=== instr_fetch ===
### Clock distribution, instr_fetch

Drawn at 4 px/µm.
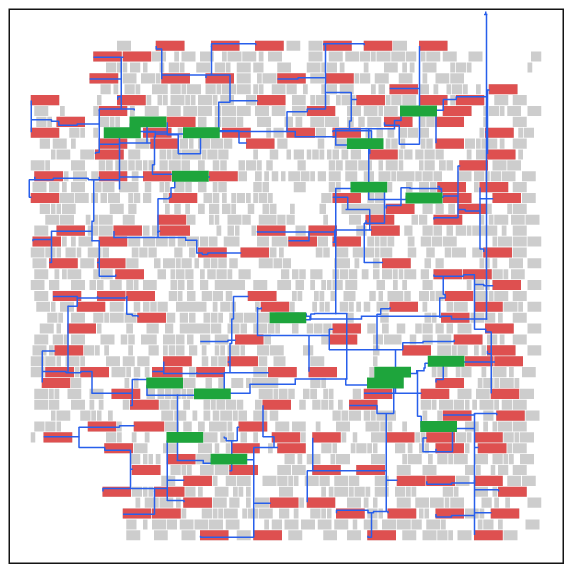

**src/rtl/instr_fetch.sv**
```systemverilog
// -----------------------------------------------------------------------------
// instr_fetch
//   Fetch stage in front of maindecoder. It holds the PC and keeps at most one
//   instruction-memory read in flight. Each returned word is handed to decode
//   over a valid/ready handshake, together with the PC it was fetched from.
//   After a handoff the PC advances sequentially by 4 (wrapping modulo 2^64).
//   A redirect replaces the PC and kills the current fetch. If a read is still
//   outstanding when the redirect arrives, the fetch stage waits for that stale
//   response and discards it.
//
//   Optional feature (macro FETCH_PERF_CNT_EN):
//     perf_fetched  - count of instructions accepted by decode
//     perf_wait     - count of cycles spent waiting on memory (WAIT or DROP)
//
// Parameters
//   RESET_PC        first PC fetched after reset
//
// Ports
//   clk             in   1   clock, rising edge
//   reset           in   1   synchronous reset, active-low
//   ireq_valid      out  1   read request to instruction memory
//   ireq_addr       out  64  request address (current PC, word aligned)
//   ireq_ready      in   1   memory accepts the request this cycle
//   iresp_valid     in   1   read data valid (in order)
//   iresp_data      in   32  instruction word
//   redirect_valid  in   1   load redirect_pc, kill current fetch
//   redirect_pc     in   64  new PC (low two bits ignored)
//   out_valid       out  1   instruction available to decode
//   out_instr       out  32  instruction word
//   out_pc          out  64  PC of out_instr
//   out_ready       in   1   decode accepts the instruction this cycle
//   perf_fetched    out  64  (FETCH_PERF_CNT_EN only)
//   perf_wait       out  64  (FETCH_PERF_CNT_EN only)
// -----------------------------------------------------------------------------
module instr_fetch #(
   parameter logic [63:0] RESET_PC = 64'h0000_0000_8000_0000
) (
   input  logic        clk,
   input  logic        reset,
   output logic        ireq_valid,
   output logic [63:0] ireq_addr,
   input  logic        ireq_ready,
   input  logic        iresp_valid,
   input  logic [31:0] iresp_data,
   input  logic        redirect_valid,
   input  logic [63:0] redirect_pc,
   output logic        out_valid,
   output logic [31:0] out_instr,
   output logic [63:0] out_pc,
   input  logic        out_ready
`ifdef FETCH_PERF_CNT_EN
   ,
   output logic [63:0] perf_fetched,
   output logic [63:0] perf_wait
`endif
);

   typedef enum logic [1:0] {
      S_REQ  = 2'd0,
      S_WAIT = 2'd1,
      S_HOLD = 2'd2,
      S_DROP = 2'd3
   } state_t;

   localparam logic [63:0] PC_ALIGN_MASK = ~64'd3;
   localparam logic [63:0] RESET_PC_AL   = RESET_PC & PC_ALIGN_MASK;

   state_t      state_q;
   logic [63:0] pc_q;
   logic [31:0] instr_q;
   logic [63:0] opc_q;

   logic [63:0] redir_pc_d;
   logic [63:0] pc_inc_d;

   function automatic logic [63:0] align_pc(input logic [63:0] pc);
      return pc & PC_ALIGN_MASK;
   endfunction

   assign redir_pc_d = align_pc(redirect_pc);
   assign pc_inc_d   = pc_q + 64'd4;   // natural wrap at 2^64

   // A redirect in the same cycle suppresses the request so that the old PC
   // never reaches memory once it has been superseded.
   assign ireq_valid = (state_q == S_REQ) && !redirect_valid && reset;
   assign ireq_addr  = pc_q;

   assign out_valid  = (state_q == S_HOLD);
   assign out_instr  = instr_q;
   assign out_pc     = opc_q;

   always_ff @(posedge clk) begin
      if (!reset) begin
         state_q <= S_REQ;
         pc_q    <= RESET_PC_AL;
         instr_q <= '0;
         opc_q   <= '0;
      end else begin
         case (state_q)
            S_REQ: begin
               if (redirect_valid) begin
                  pc_q <= redir_pc_d;
               end else if (ireq_ready) begin
                  state_q <= S_WAIT;
               end
            end
            S_WAIT: begin
               if (redirect_valid) begin
                  pc_q <= redir_pc_d;
                  // Response arriving with the redirect is simply dropped;
                  // otherwise it is still owed and must be absorbed in DROP.
                  state_q <= iresp_valid ? S_REQ : S_DROP;
               end else if (iresp_valid) begin
                  instr_q <= iresp_data;
                  opc_q   <= pc_q;
                  state_q <= S_HOLD;
               end
            end
            S_HOLD: begin
               if (redirect_valid) begin
                  pc_q    <= redir_pc_d;
                  state_q <= S_REQ;
               end else if (out_ready) begin
                  pc_q    <= pc_inc_d;
                  state_q <= S_REQ;
               end
            end
            S_DROP: begin
               if (redirect_valid) begin
                  pc_q <= redir_pc_d;
               end
               if (iresp_valid) begin
                  state_q <= S_REQ;
               end
            end
            default: state_q <= S_REQ;
         endcase
      end
   end

`ifdef FETCH_PERF_CNT_EN
   logic [63:0] fetched_q;
   logic [63:0] wait_q;

   always_ff @(posedge clk) begin
      if (!reset) begin
         fetched_q <= '0;
         wait_q    <= '0;
      end else begin
         if (out_valid && out_ready && !redirect_valid) begin
            fetched_q <= fetched_q + 64'd1;
         end
         if ((state_q == S_WAIT) || (state_q == S_DROP)) begin
            wait_q <= wait_q + 64'd1;
         end
      end
   end

   assign perf_fetched = fetched_q;
   assign perf_wait    = wait_q;
`endif

endmodule

```
**config.mk**
```make
export PLATFORM = sky130hd
export DESIGN_NAME = instr_fetch
export DESIGN_NICKNAME = d
export VERILOG_FILES = /design/src/rtl/instr_fetch.sv
export SDC_FILE = /design/constraint.sdc
export NUM_CORES = 1
export LEC_CHECK = 0
export CAP_MARGIN = 20
export CORE_MARGIN = 5
export CORE_UTILIZATION = 45
export DETAILED_ROUTE_END_ITERATION = 8
export GPL_TIMING_DRIVEN = 0
export PLACE_DENSITY = 0.8
export SLEW_MARGIN = 40
export SYNTH_ARGS = -nofsm -noshare
export SYNTH_HDL_FRONTEND = slang
export SYNTH_SLANG_ARGS = --single-unit
```
**constraint.sdc**
```tcl
create_clock -name clk -period 2.75 [get_ports clk]
set_input_delay 0.4125 -clock clk [delete_from_list [all_inputs] [get_ports clk]]
set_output_delay 0.4125 -clock clk [all_outputs]
set_load 0.03 [all_outputs]
```
=== alu_share_arbiter ===
--- src/rtl/alu_share_arbiter.sv ---
// alu_share_arbiter: round-robin sequencer that time-shares one combinational
// ALU between two requesters. Each op goes IDLE -> EXEC -> RESP. Operands are
// registered onto the ALU inputs at accept. The result and zero flag are
// captured at the end of EXEC. They are then held in RESP until the owning
// requester takes them.
module alu_share_arbiter #(
  parameter int WIDTH = 32
) (
  input  logic             clk,
  input  logic             reset_n,
  input  logic             req_valid_0,
  input  logic             req_valid_1,
  output logic             req_ready_0,
  output logic             req_ready_1,
  input  logic [WIDTH-1:0] req_a_0,
  input  logic [WIDTH-1:0] req_a_1,
  input  logic [WIDTH-1:0] req_b_0,
  input  logic [WIDTH-1:0] req_b_1,
  input  logic [3:0]       req_ctrl_0,
  input  logic [3:0]       req_ctrl_1,
  output logic             resp_valid_0,
  output logic             resp_valid_1,
  input  logic             resp_ready_0,
  input  logic             resp_ready_1,
  output logic [WIDTH-1:0] resp_result,
  output logic             resp_zero,
  output logic [WIDTH-1:0] alu_a,
  output logic [WIDTH-1:0] alu_b,
  output logic [3:0]       alu_ctrl,
  input  logic [WIDTH-1:0] alu_result,
  input  logic             alu_zero,
  output logic             busy,
  output logic             owner
);

  typedef enum logic [1:0] {
    IDLE = 2'd0,
    EXEC = 2'd1,
    RESP = 2'd2
  } state_t;

  state_t           state_q, state_d;
  logic             last_grant;
  logic             winner;
  logic             accept;
  logic             resp_hs;
  logic [1:0]       req_valid;
  logic [1:0]       resp_ready;
  logic [WIDTH-1:0] win_a, win_b;
  logic [3:0]       win_ctrl;

  assign req_valid  = {req_valid_1, req_valid_0};
  assign resp_ready = {resp_ready_1, resp_ready_0};

  // Round-robin pick: a lone requester wins; on a tie the one not served last wins
  always_comb begin
    winner = req_valid[1];
    if (&req_valid) winner = ~last_grant;
  end

  // Operand mux for the winning requester
  always_comb begin
    win_a    = winner ? req_a_1    : req_a_0;
    win_b    = winner ? req_b_1    : req_b_0;
    win_ctrl = winner ? req_ctrl_1 : req_ctrl_0;
  end

  // Ready is gated by reset_n so no handshake is seen while reset is asserted
  assign accept      = reset_n && (state_q == IDLE) && (|req_valid);
  assign req_ready_0 = accept & ~winner;
  assign req_ready_1 = accept &  winner;

  // In RESP only the owner's ready completes the handshake; the other one is ignored
  assign resp_hs      = (state_q == RESP) && resp_ready[owner];
  assign resp_valid_0 = (state_q == RESP) && !owner;
  assign resp_valid_1 = (state_q == RESP) &&  owner;
  assign busy         = (state_q != IDLE);

  // Next-state logic: EXEC always lasts exactly one cycle
  always_comb begin
    state_d = state_q;
    case (state_q)
      IDLE:    if (accept)  state_d = EXEC;
      EXEC:                 state_d = RESP;
      RESP:    if (resp_hs) state_d = IDLE;
      default:              state_d = IDLE;
    endcase
  end

  // State register
  always_ff @(posedge clk or negedge reset_n) begin
    if (!reset_n) state_q <= IDLE;
    else          state_q <= state_d;
  end

  // Datapath registers. ALU inputs change only on accept, and the response
  // registers change only at the end of EXEC. A reset mid-operation discards
  // the in-flight op.
  always_ff @(posedge clk or negedge reset_n) begin
    if (!reset_n) begin
      alu_a       <= '0;
      alu_b       <= '0;
      alu_ctrl    <= 4'b0000;
      owner       <= 1'b0;
      last_grant  <= 1'b1;
      resp_result <= '0;
      resp_zero   <= 1'b0;
    end else begin
      if (accept) begin
        alu_a      <= win_a;
        alu_b      <= win_b;
        alu_ctrl   <= win_ctrl;
        owner      <= winner;
        last_grant <= winner;
      end
      if (state_q == EXEC) begin
        resp_result <= alu_result;
        resp_zero   <= alu_zero;
      end
    end
  end

endmodule

--- config.mk ---
export PLATFORM = sky130hd
export DESIGN_NAME = alu_share_arbiter
export DESIGN_NICKNAME = d
export VERILOG_FILES = /design/src/rtl/alu_share_arbiter.sv
export SDC_FILE = /design/constraint.sdc
export NUM_CORES = 1
export LEC_CHECK = 0
export CAP_MARGIN = 20
export CORE_ASPECT_RATIO = 1.4
export CORE_MARGIN = 8
export CORE_UTILIZATION = 40
export DETAILED_ROUTE_END_ITERATION = 8
export PLACE_DENSITY_LB_ADDON = 0.05
export SYNTH_ARGS = -nofsm -noshare
export SYNTH_HDL_FRONTEND = slang
export SYNTH_SLANG_ARGS = --single-unit
--- constraint.sdc ---
create_clock -name clk -period 5.9 [get_ports clk]
set_input_delay 1.18 -clock clk [delete_from_list [all_inputs] [get_ports clk]]
set_output_delay 1.18 -clock clk [all_outputs]
set_load 0.05 [all_outputs]
### Track usage over the die, instr_fetch

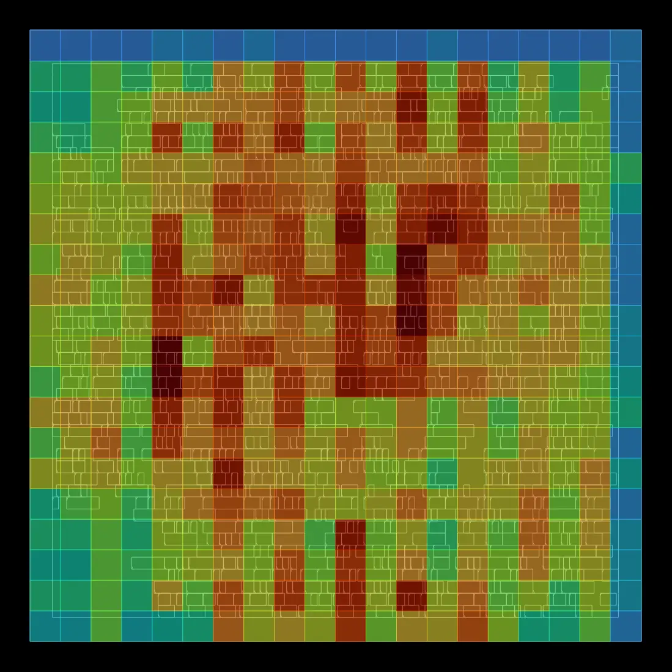
GRT Total Usage: 0.284
GR Util met3: 0.0876
Top Usage Layer GRT: met2

Notes on 'Clock distribution' of instr_fetch above:
blue -> clock wires  # length 1960 µm
red -> flip-flops  # count 158
green -> clock drivers  # count 17
routed clock nets = 18
flops lie = spread over the die

==> impl_metrics.toml, instr_fetch <==
# physical design summary
[routing]
first_pass_iters = 6
drt_iter0_drc = 1024
ant_nets = 0
dr_total_vias = 8250

[setup_path]
critical_path_class = "in -> out"
critPathLaunchType = "primary input"

[layout]
area_growth_pct = 46.6
buffers = 328
logic_area_um2 = 3970
final-clk-cell-share = 0.0498

[synth]
synth-main-ff-cell = "dfxtp_1"
yosysWarnings = 0
yosys.area.top_type = "dfxtp_1"
yosys.area.top_type_share = 0.428

[place]
pre_cts_ws_ps = -213
gp_congestion = 1.01

[power]
power_frac_seq = 0.454
power_clock_mw = 2.21
power.switching_mw = 1.47
power.largest_group = "registers"
power_mw = 5.50

[grt]
first_global_vias = 7807

[run_status]
status = "complete, no violations"

[clock_network]
clockBufferDepth = 2

[final_timing]
fmax_mhz = 377
-- instr_fetch: critical path, stage by stage --
cell and delay, ps:
clkbuf_1 290, clkbuf_2 340, clkbuf_2 330, and2_1 170, clkdlybuf4s50_1 690
-- instr_fetch: metal layers --
metal  share of wire  global-route usage  up-vias
li1                -                   -     3882
met1            0.41               0.361     3813
met2            0.45               0.447      468
met3           0.098              0.0876       87
met4           0.044               0.126        0
met5               0                   0        -
-- instr_fetch: timing repair --
| action | in CTS | in global routing |
|---|---|---|
| setup endpoints to repair | 3 | 27 |
| pin swaps | 1 | 1 |
| gates resized | 3 | 18 |
| setup buffers | 1 | 0 |
### Supply network, alu_share_arbiter

Drawn at 3 px/µm. Pins as bars on the die edge.
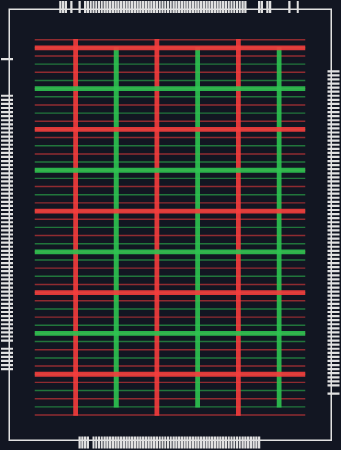
red -> VSS
green -> VDD
met5 straps = 9
rows = 46
signal pins = 282

### Signal wires on met4, alu_share_arbiter

Drawn at 2 px/µm.
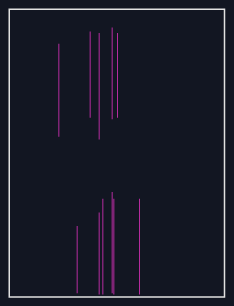
share of all routed wire = 2.8%
nets with wire on the layer = 11
wirelength, routed: 17500 µm
total number of vias: 4375

==> impl_metrics.toml, alu_share_arbiter <==
# physical design summary
[final_timing]
worstMarginPinSlew_ps = 938

[place]
gp_congestion = 0.803
hpwl_um = 12700

[synth]
syn_avg_cell_area_um2 = 11.4
synth-xor-area-share = 0
yosys.area.top_type = "dfrtp_1"
yosys.stat.seqShare = 0.569
fp_nets = 579

[power]
combPwrFrac = 0.599
pg_seq_mw = 1.28

[grt]
antenna_found_initial = 0

[setup_path]
cp_num_buf_inv = 3
cp-startpoint = "reset_n"

[layout]
fin_cells = 808

[routing]
ant_nets = 0
drt_iter0_drc = 223
drc = 0

[run_status]
status = "complete, no violations"
## alu_share_arbiter: sequential cells by signal (all words and copies together) (netlist names)
register	cells
resp_zero	1
owner	1
resp_result	32
alu_b	32
last_grant	1
state_q	2
alu_a	32
alu_ctrl	4
## alu_share_arbiter: worst reg2reg max path, cell delays in order, from the launching register on
cell     delay, ps
dfrtp_1        400
or3b_2         480
buf_4          370
or2_2          580
buf_4          370
a221o_1        380

=== seg_frame_decoder ===
### Supply network, seg_frame_decoder

Drawn at 4 px/µm. Pins as bars on the die edge.
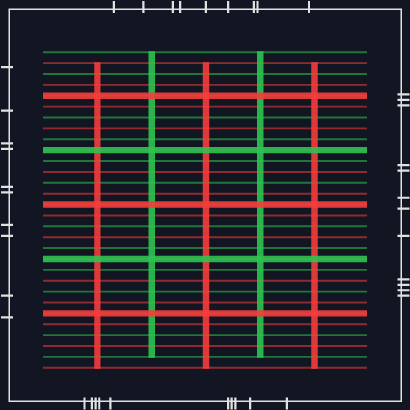

## src/rtl/seven_seg_pkg.sv

```systemverilog
// Shared seven-segment definitions: segment code table, pattern matcher,
// three-digit BCD to binary helper, and the digit sampler state type.
// Segment vectors are active-high {a,b,c,d,e,f,g} with bit6 = a.
package seven_seg_pkg;

  // Active-high segment code for each hex nibble 0..F.
  localparam logic [6:0] SEG_PATTERNS [16] = '{
    7'h7E, 7'h30, 7'h6D, 7'h79, 7'h33, 7'h5B, 7'h5F, 7'h70,
    7'h7F, 7'h7B, 7'h77, 7'h1F, 7'h4E, 7'h3D, 7'h4F, 7'h47
  };

  typedef enum logic [1:0] {
    SMP_IDLE,
    SMP_SETTLE,
    SMP_CAPTURED
  } smp_state_t;

  // Returns {invalid, nibble}. Unknown patterns (blank included) decode to
  // nibble 0 with the invalid flag set.
  function automatic logic [4:0] seven_seg_match(input logic [6:0] seg);
    logic [4:0] res;
    res = 5'b1_0000;
    for (int i = 0; i < 16; i++) begin
      if (seg == SEG_PATTERNS[i]) res = {1'b0, 4'(i)};
    end
    return res;
  endfunction

  function automatic logic [9:0] bcd3_to_bin(input logic [3:0] d2,
                                             input logic [3:0] d1,
                                             input logic [3:0] d0);
    return 10'(d2) * 10'd100 + 10'(d1) * 10'd10 + 10'(d0);
  endfunction

endpackage

```

## src/rtl/seg_digit_sampler.sv

```systemverilog
// Purpose: watches one multiplexed display slot and emits one sample per
//   stable, one-hot digit-select window (capture pulse, index, active-high seg/dp).
// Latency: capture_o asserts combinationally during the SETTLE_CYCLES-th stable cycle.
// Backpressure: none; the display cannot be stalled, the consumer must keep up.
// Ports: clk/rst (sync, active-high); seg_i/dp_i/dig_sel_i raw display lines;
//   capture_o, idx_o, seg_o, dp_o describe the sample taken on the coming edge.
module seg_digit_sampler
  import seven_seg_pkg::*;
#(
  parameter int NUM_DIGITS    = 4,
  parameter int COMMON_ANODE  = 1,
  parameter int SETTLE_CYCLES = 4,
  parameter int IDX_W         = (NUM_DIGITS > 1) ? $clog2(NUM_DIGITS) : 1
) (
  input  logic                  clk,
  input  logic                  rst,
  input  logic [6:0]            seg_i,
  input  logic                  dp_i,
  input  logic [NUM_DIGITS-1:0] dig_sel_i,
  output logic                  capture_o,
  output logic [IDX_W-1:0]      idx_o,
  output logic [6:0]            seg_o,
  output logic                  dp_o
);

  localparam int IN_W  = NUM_DIGITS + 8;
  localparam int CNT_W = (SETTLE_CYCLES > 1) ? $clog2(SETTLE_CYCLES) : 1;
  localparam logic [CNT_W-1:0] CNT_MAX = CNT_W'(SETTLE_CYCLES - 1);

  logic [IN_W-1:0]  in_now;
  logic [IN_W-1:0]  prev_q, prev_d;
  logic [CNT_W-1:0] cnt_q, cnt_d;
  smp_state_t       state_q, state_d;
  logic             same, onehot, capture;
  logic [IDX_W-1:0] idx;

  assign in_now = {dig_sel_i, seg_i, dp_i};

  always_comb begin
    prev_d = in_now;
    same   = (in_now == prev_q);
    onehot = (dig_sel_i != '0) &&
             ((dig_sel_i & (dig_sel_i - NUM_DIGITS'(1))) == '0);

    // cnt_d = number of cycles the current inputs have been stable, minus one.
    if (!same)                cnt_d = '0;
    else if (cnt_q == CNT_MAX) cnt_d = cnt_q;
    else                      cnt_d = cnt_q + CNT_W'(1);

    // A fresh window (!same) may capture immediately when SETTLE_CYCLES is 1,
    // even though the state still says CAPTURED from the previous window.
    capture = onehot && (cnt_d == CNT_MAX) && (!same || state_q != SMP_CAPTURED);

    if (capture)                  state_d = SMP_CAPTURED;
    else if (!onehot)             state_d = SMP_IDLE;
    else if (!same)               state_d = SMP_SETTLE;
    else if (state_q == SMP_IDLE) state_d = SMP_SETTLE;
    else                          state_d = state_q;

    idx = '0;
    for (int i = 0; i < NUM_DIGITS; i++) begin
      if (dig_sel_i[i]) idx = IDX_W'(i);
    end
  end

  always_ff @(posedge clk) begin
    if (rst) begin
      prev_q  <= '0;
      cnt_q   <= '0;
      state_q <= SMP_IDLE;
    end else begin
      prev_q  <= prev_d;
      cnt_q   <= cnt_d;
      state_q <= state_d;
    end
  end

  assign capture_o = capture;
  assign idx_o     = idx;
  assign seg_o     = (COMMON_ANODE != 0) ? ~seg_i : seg_i;
  assign dp_o      = (COMMON_ANODE != 0) ? ~dp_i  : dp_i;

endmodule

```

## src/rtl/seg_frame_decoder.sv

```systemverilog
// Purpose: recovers the hex digits shown on a multiplexed seven-segment display
//   and presents each complete frame on a valid/ready interface.
// Latency: frame outputs load on the edge ending the last digit's SETTLE_CYCLES-th stable cycle.
// Backpressure: frame held until accepted; a newer frame overwrites it and sets sticky overrun_o.
// Ports: clk, rst (sync active-high); seg_i/dp_i/dig_sel_i display lines;
//   digits_o/dp_o/invalid_o frame data; frame_valid_o/frame_ready_i handshake; overrun_o.
//   Optional macro SEG_BCD_TO_BIN_EN adds bin_o (d2*100+d1*10+d0) and bin_err_o.
module seg_frame_decoder
  import seven_seg_pkg::*;
#(
  parameter int NUM_DIGITS    = 4,
  parameter int COMMON_ANODE  = 1,
  parameter int SETTLE_CYCLES = 4
) (
  input  logic                    clk,
  input  logic                    rst,
  input  logic [6:0]              seg_i,
  input  logic                    dp_i,
  input  logic [NUM_DIGITS-1:0]   dig_sel_i,
  output logic [4*NUM_DIGITS-1:0] digits_o,
  output logic [NUM_DIGITS-1:0]   dp_o,
  output logic [NUM_DIGITS-1:0]   invalid_o,
  output logic                    frame_valid_o,
  input  logic                    frame_ready_i,
  output logic                    overrun_o
`ifdef SEG_BCD_TO_BIN_EN
  ,
  output logic [9:0]              bin_o,
  output logic                    bin_err_o
`endif
);

  localparam int IDX_W = (NUM_DIGITS > 1) ? $clog2(NUM_DIGITS) : 1;

  logic             samp_cap;
  logic [IDX_W-1:0] samp_idx;
  logic [6:0]       samp_seg;
  logic             samp_dp;

  seg_digit_sampler #(
    .NUM_DIGITS   (NUM_DIGITS),
    .COMMON_ANODE (COMMON_ANODE),
    .SETTLE_CYCLES(SETTLE_CYCLES),
    .IDX_W        (IDX_W)
  ) u_sampler (
    .clk       (clk),
    .rst       (rst),
    .seg_i     (seg_i),
    .dp_i      (dp_i),
    .dig_sel_i (dig_sel_i),
    .capture_o (samp_cap),
    .idx_o     (samp_idx),
    .seg_o     (samp_seg),
    .dp_o      (samp_dp)
  );

  logic [4*NUM_DIGITS-1:0] shadow_nib_q, shadow_nib_d;
  logic [NUM_DIGITS-1:0]   shadow_dp_q, shadow_dp_d;
  logic [NUM_DIGITS-1:0]   shadow_inv_q, shadow_inv_d;
  logic [NUM_DIGITS-1:0]   seen_q, seen_d, seen_set;
  logic [4*NUM_DIGITS-1:0] digits_q, digits_d;
  logic [NUM_DIGITS-1:0]   dp_q, dp_d;
  logic [NUM_DIGITS-1:0]   inv_q, inv_d;
  logic                    valid_q, valid_d;
  logic                    overrun_q, overrun_d;
  logic [4:0]              match;
  logic                    frame_done;
`ifdef SEG_BCD_TO_BIN_EN
  logic [9:0]              bin_q, bin_d;
  logic                    bin_err_q, bin_err_d;
`endif

  always_comb begin
    shadow_nib_d = shadow_nib_q;
    shadow_dp_d  = shadow_dp_q;
    shadow_inv_d = shadow_inv_q;
    seen_d       = seen_q;
    digits_d     = digits_q;
    dp_d         = dp_q;
    inv_d        = inv_q;
    valid_d      = valid_q;
    overrun_d    = overrun_q;
`ifdef SEG_BCD_TO_BIN_EN
    bin_d        = bin_q;
    bin_err_d    = bin_err_q;
`endif

    match      = seven_seg_match(samp_seg);
    seen_set   = seen_q | (NUM_DIGITS'(1) << samp_idx);
    frame_done = samp_cap && (seen_set == '1);

    if (valid_q && frame_ready_i) valid_d = 1'b0;

    if (samp_cap) begin
      shadow_nib_d[{samp_idx, 2'b00} +: 4] = match[3:0];
      shadow_inv_d[samp_idx]               = match[4];
      shadow_dp_d[samp_idx]                = samp_dp;
      seen_d                               = seen_set;
    end

    // Outputs take the shadow with the new sample already merged in, so the
    // capturing edge of the last digit also completes the frame.
    if (frame_done) begin
      digits_d = shadow_nib_d;
      dp_d     = shadow_dp_d;
      inv_d    = shadow_inv_d;
      valid_d  = 1'b1;
      seen_d   = '0;
      if (valid_q && !frame_ready_i) overrun_d = 1'b1;
`ifdef SEG_BCD_TO_BIN_EN
      bin_err_d = (shadow_nib_d[3:0] > 4'd9) || (shadow_nib_d[7:4] > 4'd9) ||
                  (shadow_nib_d[11:8] > 4'd9) || (|shadow_inv_d[2:0]);
      bin_d     = bin_err_d ? 10'd0 :
                  bcd3_to_bin(shadow_nib_d[11:8], shadow_nib_d[7:4], shadow_nib_d[3:0]);
`endif
    end
  end

  always_ff @(posedge clk) begin
    if (rst) begin
      shadow_nib_q <= '0;
      shadow_dp_q  <= '0;
      shadow_inv_q <= '0;
      seen_q       <= '0;
      digits_q     <= '0;
      dp_q         <= '0;
      inv_q        <= '0;
      valid_q      <= 1'b0;
      overrun_q    <= 1'b0;
`ifdef SEG_BCD_TO_BIN_EN
      bin_q        <= '0;
      bin_err_q    <= 1'b0;
`endif
    end else begin
      shadow_nib_q <= shadow_nib_d;
      shadow_dp_q  <= shadow_dp_d;
      shadow_inv_q <= shadow_inv_d;
      seen_q       <= seen_d;
      digits_q     <= digits_d;
      dp_q         <= dp_d;
      inv_q        <= inv_d;
      valid_q      <= valid_d;
      overrun_q    <= overrun_d;
`ifdef SEG_BCD_TO_BIN_EN
      bin_q        <= bin_d;
      bin_err_q    <= bin_err_d;
`endif
    end
  end

  assign digits_o      = digits_q;
  assign dp_o          = dp_q;
  assign invalid_o     = inv_q;
  assign frame_valid_o = valid_q;
  assign overrun_o     = overrun_q;
`ifdef SEG_BCD_TO_BIN_EN
  assign bin_o         = bin_q;
  assign bin_err_o     = bin_err_q;
`endif

endmodule
```

## config.mk

```make
export PLATFORM = sky130hd
export DESIGN_NAME = seg_frame_decoder
export DESIGN_NICKNAME = d
export VERILOG_FILES = /design/src/rtl/seven_seg_pkg.sv /design/src/rtl/seg_digit_sampler.sv /design/src/rtl/seg_frame_decoder.sv
export SDC_FILE = /design/constraint.sdc
export NUM_CORES = 1
export LEC_CHECK = 0
export CORE_MARGIN = 8
export CORE_UTILIZATION = 50
export DETAILED_ROUTE_END_ITERATION = 8
export GPL_TIMING_DRIVEN = 0
export PLACE_DENSITY_LB_ADDON = 0.1
export SETUP_SLACK_MARGIN = 0.5
export SYNTH_ARGS = -nofsm -noshare
export SYNTH_HDL_FRONTEND = slang
export SYNTH_SLANG_ARGS = --single-unit
export TNS_END_PERCENT = 100
```

## constraint.sdc

```tcl
create_clock -name clk -period 2.5 [get_ports clk]
set_input_delay 0.375 -clock clk [delete_from_list [all_inputs] [get_ports clk]]
set_output_delay 0.375 -clock clk [all_outputs]
set_load 0.05 [all_outputs]
```

=== game_state_fsm ===
[config.mk]
export PLATFORM = sky130hd
export DESIGN_NAME = game_state_fsm
export DESIGN_NICKNAME = d
export VERILOG_FILES = /design/src/rtl/game_state_fsm.sv
export SDC_FILE = /design/constraint.sdc
export NUM_CORES = 1
export LEC_CHECK = 0
export CAP_MARGIN = 5
export CORE_ASPECT_RATIO = 1.25
export CORE_UTILIZATION = 25
export CTS_CLUSTER_SIZE = 20
export DETAILED_ROUTE_END_ITERATION = 8
export SYNTH_ARGS = -nofsm -noshare
export SYNTH_HDL_FRONTEND = slang
export SYNTH_SLANG_ARGS = --single-unit
[constraint.sdc]
create_clock -name clk -period 4.2 [get_ports clk]
set_input_delay 0.42 -clock clk [delete_from_list [all_inputs] [get_ports clk]]
set_output_delay 0.42 -clock clk [all_outputs]
set_load 0.05 [all_outputs]
[src/rtl/game_state_fsm.sv]
// Obstacle game controller: menu/play/won/lost flow, lives with a
// post-hit invulnerability window, and a three-phase speed schedule.
module game_state_fsm #(
   parameter logic [10:0] PHASE1_T = 11'd300,
   parameter logic [10:0] PHASE2_T = 11'd600,
   parameter logic [10:0] WIN_T    = 11'd900,
   parameter logic [1:0]  LIVES    = 2'd3,
   parameter logic [5:0]  INVULN   = 6'd30,
   parameter logic [7:0]  HOLD     = 8'd120
) (
   input  logic        clk,
   input  logic        reset,
   input  logic        start_btn,
   input  logic        collision,
   input  logic [10:0] game_time,
   output logic        menuScreen,
   output logic        playerWon,
   output logic        playerLost,
   output logic        reset_obj_count,
   output logic [1:0]  phase,
   output logic [1:0]  lives
);

   typedef enum logic [1:0] {
      S_MENU,
      S_PLAY,
      S_WON,
      S_LOST
   } state_e;

   state_e      state_q, state_d;
   logic        start_q;
   logic [1:0]  lives_q, lives_d;
   logic [1:0]  phase_q, phase_d;
   logic [5:0]  inv_q, inv_d;
   logic [7:0]  hold_q, hold_d;
   logic        roc_q, roc_d;
   logic        menu_q, menu_d;
   logic        won_q, won_d;
   logic        lost_q, lost_d;

   logic        start_rise;
   logic        hit;
   logic        fatal;
   logic        win;
   logic        adv;

   assign start_rise = start_btn & ~start_q;

   always_comb begin
      state_d = state_q;
      lives_d = lives_q;
      phase_d = phase_q;
      inv_d   = inv_q;
      hold_d  = hold_q;
      roc_d   = 1'b0;
      hit     = 1'b0;
      fatal   = 1'b0;
      win     = 1'b0;
      adv     = 1'b0;

      unique case (state_q)
         S_MENU: begin
            if (start_rise) begin
               state_d = S_PLAY;
               lives_d = LIVES;
               phase_d = 2'd0;
               inv_d   = '0;
            end
         end
         S_PLAY: begin
            hit   = collision && (inv_q == '0) && (lives_q != '0);
            fatal = hit && (lives_q == 2'd1);
            win   = (game_time >= WIN_T);
            adv   = ((phase_q == 2'd0) && (game_time == PHASE1_T)) ||
                    ((phase_q == 2'd1) && (game_time == PHASE2_T));
            if (fatal) begin
               lives_d = 2'd0;
               state_d = S_LOST;
               hold_d  = '0;
            end else begin
               if (hit) begin
                  lives_d = lives_q - 2'd1;
                  inv_d   = INVULN;
               end else if (inv_q != '0) begin
                  inv_d = inv_q - 6'd1;
               end
               // A win ends the level, so no speed change on that cycle
               if (win) begin
                  state_d = S_WON;
                  hold_d  = '0;
               end else if (adv) begin
                  phase_d = phase_q + 2'd1;
                  roc_d   = 1'b1;
               end
            end
         end
         S_WON, S_LOST: begin
            if (start_rise || (hold_q == HOLD - 8'd1)) begin
               state_d = S_MENU;
               hold_d  = '0;
            end else begin
               hold_d = hold_q + 8'd1;
            end
         end
         default: begin
            state_d = S_MENU;
         end
      endcase

      menu_d = (state_d == S_MENU);
      won_d  = (state_d == S_WON);
      lost_d = (state_d == S_LOST);
   end

   always_ff @(posedge clk) begin
      if (reset) begin
         state_q <= S_MENU;
         start_q <= 1'b0;
         lives_q <= LIVES;
         phase_q <= 2'd0;
         inv_q   <= '0;
         hold_q  <= '0;
         roc_q   <= 1'b0;
         menu_q  <= 1'b1;
         won_q   <= 1'b0;
         lost_q  <= 1'b0;
      end else begin
         state_q <= state_d;
         start_q <= start_btn;
         lives_q <= lives_d;
         phase_q <= phase_d;
         inv_q   <= inv_d;
         hold_q  <= hold_d;
         roc_q   <= roc_d;
         menu_q  <= menu_d;
         won_q   <= won_d;
         lost_q  <= lost_d;
      end
   end

   assign menuScreen      = menu_q;
   assign playerWon       = won_q;
   assign playerLost      = lost_q;
   assign reset_obj_count = roc_q;
   assign phase           = phase_q;
   assign lives           = lives_q;

endmodule

=== axi_master_arbiter_w_flat ===
===== config.mk =====
export PLATFORM = sky130hd
export DESIGN_NAME = axi_master_arbiter_w_flat
export DESIGN_NICKNAME = d
export VERILOG_FILES = /design/src/rtl/axi_ic_pkg.sv /design/src/rtl/axi_master_arbiter_w_if.sv /design/src/rtl/rr_arb2.sv /design/src/rtl/axi_master_arbiter_w.sv /design/src/flat_wrapper.sv
export SDC_FILE = /design/constraint.sdc
export NUM_CORES = 1
export LEC_CHECK = 0
export ABC_AREA = 1
export CAP_MARGIN = 20
export CORE_MARGIN = 4
export CORE_UTILIZATION = 35
export CTS_BUF_LIST = sky130_fd_sc_hd__clkbuf_8
export CTS_CLUSTER_SIZE = 30
export DETAILED_ROUTE_END_ITERATION = 8
export PLACE_DENSITY = 0.59
export RECOVER_POWER = 100
export REMOVE_ABC_BUFFERS = 1
export SYNTH_ARGS = -nofsm -noshare
export SYNTH_HDL_FRONTEND = slang
export SYNTH_SLANG_ARGS = --single-unit

===== constraint.sdc =====
create_clock -name ACLK -period 1.95 [get_ports ACLK]
set_clock_uncertainty 0.15 [all_clocks]
set_input_delay 0.2925 -clock ACLK [delete_from_list [all_inputs] [get_ports ACLK]]
set_output_delay 0.2925 -clock ACLK [all_outputs]
set_load 0.03 [all_outputs]

===== src/rtl/axi_ic_pkg.sv =====
// Shared interconnect types: write-arbiter state encoding
// and the AXI BRESP codes used across the fabric.
package axi_ic_pkg;

  typedef enum logic [1:0] {
    ST_IDLE = 2'd0,
    ST_AW   = 2'd1,
    ST_W    = 2'd2,
    ST_B    = 2'd3
  } st_t;

  localparam logic [1:0] BRESP_OKAY   = 2'b00;
  localparam logic [1:0] BRESP_EXOKAY = 2'b01;
  localparam logic [1:0] BRESP_SLVERR = 2'b10;
  localparam logic [1:0] BRESP_DECERR = 2'b11;

endpackage


===== src/rtl/axi_master_arbiter_w_if.sv =====
// AXI write-path handshake bundle (AW/W/B valid/ready + WLAST).
// master: drives AWVALID/WVALID/WLAST/BREADY; slave: the rest.
interface axi_master_arbiter_w_if;

  logic AWVALID;
  logic AWREADY;
  logic WVALID;
  logic WLAST;
  logic WREADY;
  logic BVALID;
  logic BREADY;

  modport master (
    output AWVALID, WVALID, WLAST, BREADY,
    input  AWREADY, WREADY, BVALID
  );

  modport slave (
    input  AWVALID, WVALID, WLAST, BREADY,
    output AWREADY, WREADY, BVALID
  );

endinterface


===== src/rtl/rr_arb2.sv =====
// Two-requester round-robin picker, purely combinational.
// req: requests; ptr: preferred index on a tie; gnt: one-hot.
module rr_arb2 (
  input  logic [1:0] req,
  input  logic       ptr,
  output logic [1:0] gnt
);

  assign gnt[0] = req[0] & (~req[1] | ~ptr);
  assign gnt[1] = req[1] & (~req[0] |  ptr);

endmodule


===== src/rtl/axi_master_arbiter_w.sv =====
// Round-robin write-channel arbiter: two masters share one AW/W/B
// path. Ports: ACLK/ARESET, m0/m1 (slave view), s (master view),
// grant_m0/grant_m1 (registered one-hot), busy, beat_cnt,
// err_wlast/err_btimeout (sticky).
module axi_master_arbiter_w
  import axi_ic_pkg::*;
#(
  parameter int unsigned BEAT_CNT_WIDTH = 9,
  parameter int unsigned B_TIMEOUT      = 1024
) (
  input  logic                      ACLK,
  input  logic                      ARESET,
  axi_master_arbiter_w_if.slave     m0,
  axi_master_arbiter_w_if.slave     m1,
  axi_master_arbiter_w_if.master    s,
  output logic                      grant_m0,
  output logic                      grant_m1,
  output logic                      busy,
  output logic [BEAT_CNT_WIDTH-1:0] beat_cnt,
  output logic                      err_wlast,
  output logic                      err_btimeout
);

  localparam logic [BEAT_CNT_WIDTH-1:0] BEAT_MAX =
    {1'b1, {(BEAT_CNT_WIDTH-1){1'b0}}};

  st_t         state;
  logic        rr_ptr;
  logic [31:0] to_cnt;
  logic [1:0]  req;
  logic [1:0]  gnt;
  logic        in_aw, in_w, in_b;
  logic        aw_hs, w_hs, b_hs;

  assign req = {m1.AWVALID, m0.AWVALID};

  rr_arb2 u_rr (
    .req (req),
    .ptr (rr_ptr),
    .gnt (gnt)
  );

  assign in_aw = (state == ST_AW);
  assign in_w  = (state == ST_W);
  assign in_b  = (state == ST_B);
  assign busy  = (state != ST_IDLE);

  assign s.AWVALID = in_aw & (grant_m0 & m0.AWVALID |
                              grant_m1 & m1.AWVALID);
  assign s.WVALID  = in_w  & (grant_m0 & m0.WVALID |
                              grant_m1 & m1.WVALID);
  assign s.WLAST   = in_w  & (grant_m0 & m0.WLAST |
                              grant_m1 & m1.WLAST);
  assign s.BREADY  = in_b  & (grant_m0 & m0.BREADY |
                              grant_m1 & m1.BREADY);

  assign m0.AWREADY = in_aw & grant_m0 & s.AWREADY;
  assign m1.AWREADY = in_aw & grant_m1 & s.AWREADY;
  assign m0.WREADY  = in_w  & grant_m0 & s.WREADY;
  assign m1.WREADY  = in_w  & grant_m1 & s.WREADY;
  assign m0.BVALID  = in_b  & grant_m0 & s.BVALID;
  assign m1.BVALID  = in_b  & grant_m1 & s.BVALID;

  assign aw_hs = s.AWVALID & s.AWREADY;
  assign w_hs  = s.WVALID  & s.WREADY;
  assign b_hs  = s.BVALID  & s.BREADY;

  always_ff @(posedge ACLK or posedge ARESET) begin
    if (ARESET) begin
      state        <= ST_IDLE;
      rr_ptr       <= 1'b0;
      grant_m0     <= 1'b0;
      grant_m1     <= 1'b0;
      beat_cnt     <= '0;
      to_cnt       <= '0;
      err_wlast    <= 1'b0;
      err_btimeout <= 1'b0;
    end else begin
      unique case (state)
        ST_IDLE: begin
          if (|req) begin
            grant_m0 <= gnt[0];
            grant_m1 <= gnt[1];
            state    <= ST_AW;
          end
        end
        ST_AW: begin
          if (aw_hs) state <= ST_W;
        end
        ST_W: begin
          if (w_hs) begin
            if (beat_cnt != BEAT_MAX)
              beat_cnt <= beat_cnt + 1'b1;
            if (s.WLAST)
              state <= ST_B;
            else if (beat_cnt + 1'b1 == BEAT_MAX)
              err_wlast <= 1'b1;
          end
        end
        ST_B: begin
          if (b_hs) begin
            state    <= ST_IDLE;
            grant_m0 <= 1'b0;
            grant_m1 <= 1'b0;
            beat_cnt <= '0;
            to_cnt   <= '0;
            // next tie goes to the master not just served
            rr_ptr   <= ~grant_m1;
          end else if (B_TIMEOUT != 0 &&
                       to_cnt != B_TIMEOUT) begin
            to_cnt <= to_cnt + 1'b1;
            if (to_cnt == B_TIMEOUT - 1)
              err_btimeout <= 1'b1;
          end
        end
        default: state <= ST_IDLE;
      endcase
    end
  end

endmodule


===== src/flat_wrapper.sv =====
// flat-port wrapper written by rule: the top's interface ports become plain ports
module axi_master_arbiter_w_flat import axi_ic_pkg::*;
#(
  parameter int unsigned BEAT_CNT_WIDTH = 9,
  parameter int unsigned B_TIMEOUT      = 1024
)
  (ACLK, ARESET, grant_m0, grant_m1, busy, beat_cnt, err_wlast, err_btimeout, m0_AWVALID, m0_WVALID, m0_WLAST, m0_BREADY, m0_AWREADY, m0_WREADY, m0_BVALID, m1_AWVALID, m1_WVALID, m1_WLAST, m1_BREADY, m1_AWREADY, m1_WREADY, m1_BVALID, s_AWVALID, s_WVALID, s_WLAST, s_BREADY, s_AWREADY, s_WREADY, s_BVALID);
  axi_master_arbiter_w_if m0_i ();
  axi_master_arbiter_w_if m1_i ();
  axi_master_arbiter_w_if s_i ();
  input  logic ACLK;
  input  logic ARESET;
  output logic grant_m0;
  output logic grant_m1;
  output logic busy;
  output logic [BEAT_CNT_WIDTH-1:0] beat_cnt;
  output logic err_wlast;
  output logic err_btimeout;
  input wire logic [$bits(m0_i.AWVALID)-1:0] m0_AWVALID;
  input wire logic [$bits(m0_i.WVALID)-1:0] m0_WVALID;
  input wire logic [$bits(m0_i.WLAST)-1:0] m0_WLAST;
  input wire logic [$bits(m0_i.BREADY)-1:0] m0_BREADY;
  output wire logic [$bits(m0_i.AWREADY)-1:0] m0_AWREADY;
  output wire logic [$bits(m0_i.WREADY)-1:0] m0_WREADY;
  output wire logic [$bits(m0_i.BVALID)-1:0] m0_BVALID;
  input wire logic [$bits(m1_i.AWVALID)-1:0] m1_AWVALID;
  input wire logic [$bits(m1_i.WVALID)-1:0] m1_WVALID;
  input wire logic [$bits(m1_i.WLAST)-1:0] m1_WLAST;
  input wire logic [$bits(m1_i.BREADY)-1:0] m1_BREADY;
  output wire logic [$bits(m1_i.AWREADY)-1:0] m1_AWREADY;
  output wire logic [$bits(m1_i.WREADY)-1:0] m1_WREADY;
  output wire logic [$bits(m1_i.BVALID)-1:0] m1_BVALID;
  output wire logic [$bits(s_i.AWVALID)-1:0] s_AWVALID;
  output wire logic [$bits(s_i.WVALID)-1:0] s_WVALID;
  output wire logic [$bits(s_i.WLAST)-1:0] s_WLAST;
  output wire logic [$bits(s_i.BREADY)-1:0] s_BREADY;
  input wire logic [$bits(s_i.AWREADY)-1:0] s_AWREADY;
  input wire logic [$bits(s_i.WREADY)-1:0] s_WREADY;
  input wire logic [$bits(s_i.BVALID)-1:0] s_BVALID;
  assign m0_i.AWVALID = m0_AWVALID;
  assign m0_i.WVALID = m0_WVALID;
  assign m0_i.WLAST = m0_WLAST;
  assign m0_i.BREADY = m0_BREADY;
  assign m0_AWREADY = m0_i.AWREADY;
  assign m0_WREADY = m0_i.WREADY;
  assign m0_BVALID = m0_i.BVALID;
  assign m1_i.AWVALID = m1_AWVALID;
  assign m1_i.WVALID = m1_WVALID;
  assign m1_i.WLAST = m1_WLAST;
  assign m1_i.BREADY = m1_BREADY;
  assign m1_AWREADY = m1_i.AWREADY;
  assign m1_WREADY = m1_i.WREADY;
  assign m1_BVALID = m1_i.BVALID;
  assign s_AWVALID = s_i.AWVALID;
  assign s_WVALID = s_i.WVALID;
  assign s_WLAST = s_i.WLAST;
  assign s_BREADY = s_i.BREADY;
  assign s_i.AWREADY = s_AWREADY;
  assign s_i.WREADY = s_WREADY;
  assign s_i.BVALID = s_BVALID;
  axi_master_arbiter_w #(.BEAT_CNT_WIDTH(BEAT_CNT_WIDTH), .B_TIMEOUT(B_TIMEOUT)) u_core (.ACLK(ACLK), .ARESET(ARESET), .m0(m0_i), .m1(m1_i), .s(s_i), .grant_m0(grant_m0), .grant_m1(grant_m1), .busy(busy), .beat_cnt(beat_cnt), .err_wlast(err_wlast), .err_btimeout(err_btimeout));
endmodule

### Metal layers overlaid, game_state_fsm

Drawn at 6 px/µm. Only two layers are drawn.
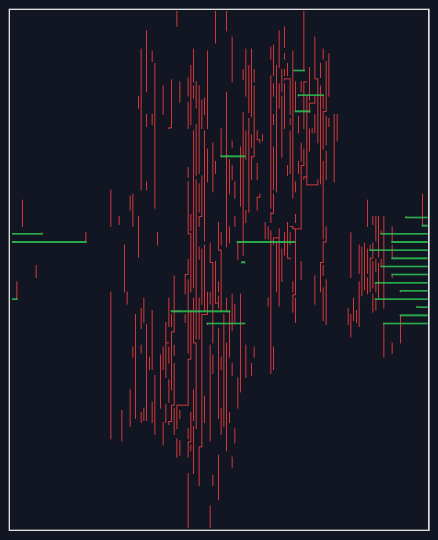
red -> metal 2  # wire length 1670 µm
green -> metal 3  # wire length 136 µm

### Local utilization, game_state_fsm

Drawn at 3 px/µm. 7 x 9 tiles, from white (low) to dark blue (high), 0 to 100% covered.
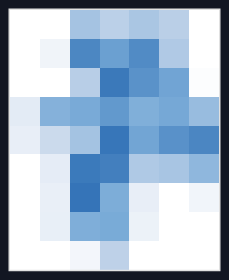
fullest tile = 72%
emptiest ninth of the die = bottom right
nearly empty tiles = 30%

==> impl_metrics.toml, game_state_fsm <==
# physical design summary
[setup_path]
r2r_setup_slack_ps = 1920
crit_fanout = 8
cpLargestDelayFamily = "simple AND/OR/NAND/NOR gates"
cp_num_buf_inv = 1
crit_slowest_cell = "or4b_4"
cp-startpoint = "lives[0]"

[synth]
ys_sh_adder = 0.0612
ys_sh_mux = 0.0140
yosysChipArea_um2 = 1430
syn_inst = 175
fp_nets = 197

[layout]
layout_top_cell = "dfxtp_1"
regArea_um2 = 500

[power]
power.largest_group = "registers"
combPwrFrac = 0.292
swShare = 0.340
p_comb_mw = 0.173
power_frac_clock = 0.249
power.switching_mw = 0.201

[clock_network]
cts.reportedPaths.clkPinSlew_ps = 90
cts_resized = 0
clockRootBuffer = "clkbuf_8"

[run]
tool_warnings = 29

[run_status]
status = "complete, no violations"

[grt]
grt_pass1_wl_um = 5780

[floorplan]
chipArea_um2 = 6030
row_count = 30

[routing]
avgViaCountPerCell = 5.17
wire_per_inst_um = 13.0

[place]
gp_congestion = 0.824
## game_state_fsm: cell type report
| class | count | share of cell area |
|---|---|---|
| multi-input combinational | 132 | 0.491 |
| clock buffer | 4 | 0.0257 |
| tap | 64 | 0.0457 |
| sequential | 25 | 0.286 |
| timing repair buffer | 22 | 0.126 |
| inverter | 12 | 0.0257 |
## game_state_fsm: state kept, by name (all words and copies together), names as in the netlist, 2 cells and up
signal,cells
phase,2
state_q,2
lives,2
hold_q,8
inv_q,6
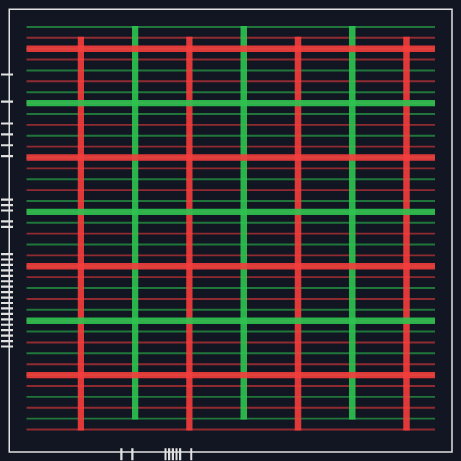
*Supply network, axi_master_arbiter_w_flat*
Drawn at 4 px/µm. Pins as bars on the die edge.
red -> VSS
green -> VDD
met5 straps = 7
signal pins = 37
met4 straps = 7
Die H: 110 µm
Die W: 110 µm
Core Area: 10300 µm²
VDD IR-drop max: 0.000662 V

==> impl_metrics.toml, axi_master_arbiter_w_flat <==
# physical design summary
[place]
io_buffers = 36

[run_status]
status = "complete, no violations"

[min_path]
hold_depth = 2
hold_start = "u_core.err_btimeout"

[synth]
logic_family = "simple AND/OR/NAND/NOR gates"

[setup_path]
cp-startpoint = "u_core.state[1]"
r2r-end = "u_core.to_cnt[16]"

[routing]
dr_total_vias = 3649
wl_met3_um = 485

[grt]
busiest_layer = "met2"

[floorplan]
initial_utilization = 0.356
pin_count = 37

[layout]
sh_seq_area = 0.272
regArea_um2 = 1210
drive_above_1_share = 0.122
largest_class = "logic gates"
top_register = "u_core.to_cnt"

[power]
internal_power_mw = 2.26
power_frac_clock = 0.198

[clock_network]
cts_buffers = 5
-- axi_master_arbiter_w_flat: cell families after synthesis --
group | Yosys count
xor gates and xnor gates | 14
buffers and inverters | 91
and+or+nand+nor | 390
adders and majority gates | 8
AOI/OAI and AO/OA | 30
DFF | 48
-- axi_master_arbiter_w_flat: power groups by stage --
stage / clock, mW / sequential [mW] / combinational (mW)
2_1_floorplan: 0 / 1.34 / 1.01
3_3_place_gp: 0 / 1.28 / 1.67
3_5_place_dp: 0 / 1.28 / 1.70
4_1_cts: 0.808 / 1.27 / 1.72
5_1_grt: 0.863 / 1.29 / 2.13
6_report: 0.788 / 1.27 / 1.91
### Signal wires on met4, seg_frame_decoder

Drawn at 4 px/µm.
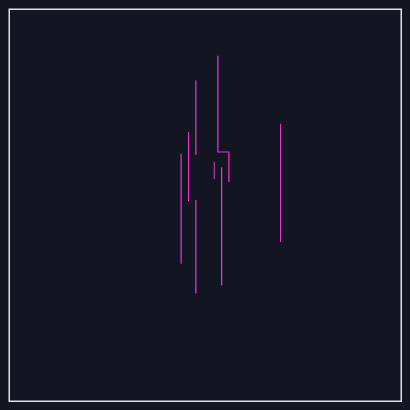
share of all routed wire = 2.2%
wire length on this layer = 182 µm
main direction = vertical
wirelength, routed: 8420 µm
total number of vias: 2783

### Local utilization, seg_frame_decoder

Drawn at 3 px/µm. 10 x 10 tiles, from white (low) to dark blue (high), 0 to 100% covered.
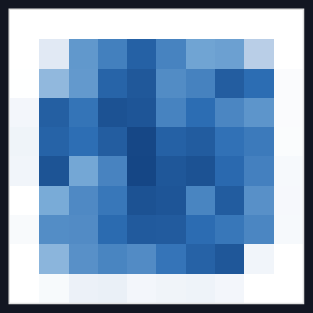
mean over tiles = 45%
fullest tile = 91%
tiles over 75% full = 29%
emptiest ninth of the die = top left
densest ninth of the die = middle

## Picture notes: 'Supply network' of seg_frame_decoder
red -> VSS
green -> VDD
met1 rails = 30
signal pins = 41
met4 straps = 5

==> impl_metrics.toml, seg_frame_decoder <==
# physical design summary
[grt]
grt_max_degree = 13
grt_use_total = 0.174
first_global_vias = 2740

[layout]
drive_above_1_share = 0.281
sh_comb_area = 0.433
fin_util = 0.688
antenna_cells = 0
layout_top_cell = "dfxtp_1"
regArea_um2 = 1400

[routing]
highest-signal-layer = "met4"
drc = 0
avgViaCountPerCell = 5.65

[setup_path]
r2r_setup_slack_ps = 600

[place]
dp.cells = 466
io_buffers = 36

[synth]
fp_nets = 376
ys.flops = 70
top_cell = "dfxtp_1"
ys_types = 55

[clock_network]
cts_buffers = 9
numClockSinks = 70
cts_resized = 43

[final_timing]
setup_tns_ps = 0
final-hold-violation-count = 0
setup_violations = 0
fin_skew_ps = 10.2

[min_path]
hp-class = "in -> reg"
hold_depth = 2

[run_status]
status = "complete, no violations"
## seg_frame_decoder: worst max-delay path by stage
stage / from / end / slack (ps)
finish: seg_i[2] / invalid_o[2] / 580
global route: seg_i[5] / digits_o[1] / 480
CTS: dig_sel_i[1] / digits_o[14] / 550
detailed placement: dig_sel_i[2] / digits_o[12] / -330
global placement: seg_i[5] / digits_o[15] / -310
floorplan: dig_sel_i[3] / digits_o[10] / 490
## seg_frame_decoder: where the power goes
part	total [mW]	switching, mW	internal [mW]
Clock	1.10	0.436	0.668
Combinational	0.233	0.132	0.100
Sequential	1.13	0.00520	1.13

==> notes/layouts.md <==
Pictures saved along the way, in no particular order.

Track usage over the die.
shot_01.png
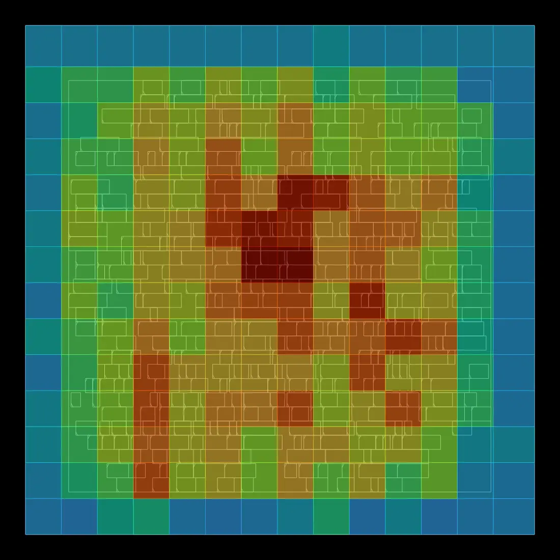
shot_02.png
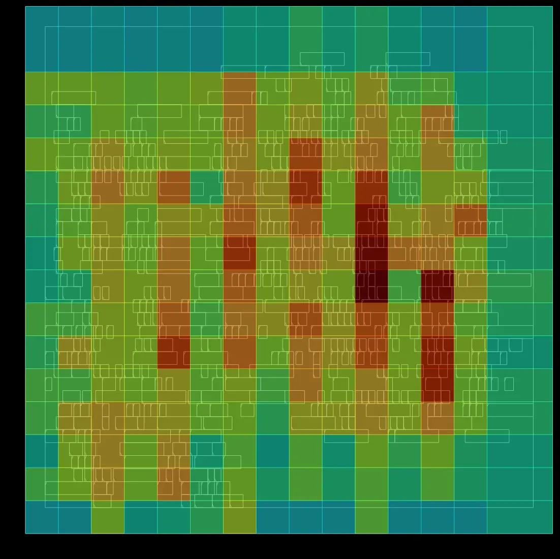
shot_03.png
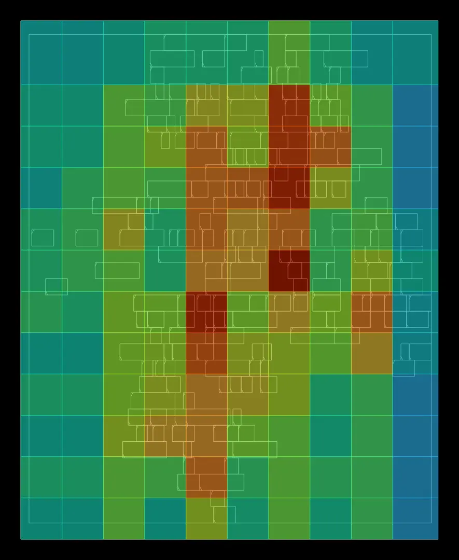
- lowest track usage: shot_03.png
game_state_fsm -> shot_03.png
axi_master_arbiter_w_flat -> shot_02.png
seg_frame_decoder -> shot_01.png



## Gallery

Local utilization.
picture 1
Drawn at 2 px/µm. 11 x 11 tiles, from white (low) to dark blue (high), 0 to 100% covered.
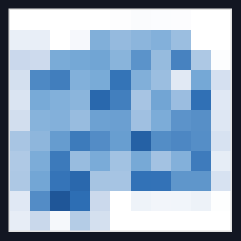
picture 2
Drawn at 2 px/µm. 14 x 14 tiles, from white (low) to dark blue (high), 0 to 100% covered.
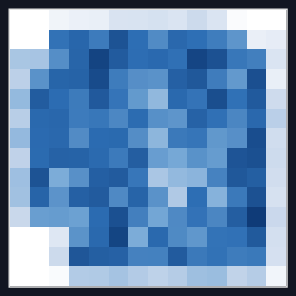
picture 3
Drawn at 2 px/µm. 11 x 14 tiles, from white (low) to dark blue (high), 0 to 100% covered.
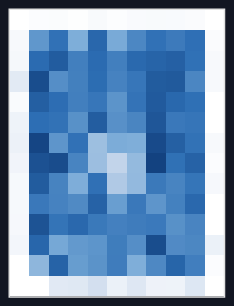
- picture 3 = alu_share_arbiter
- picture 2 = instr_fetch
- picture 1 = axi_master_arbiter_w_flat
The one with the lowest utilization is picture 1.

No activity file was given, so power comes from the tool's default toggle rates.
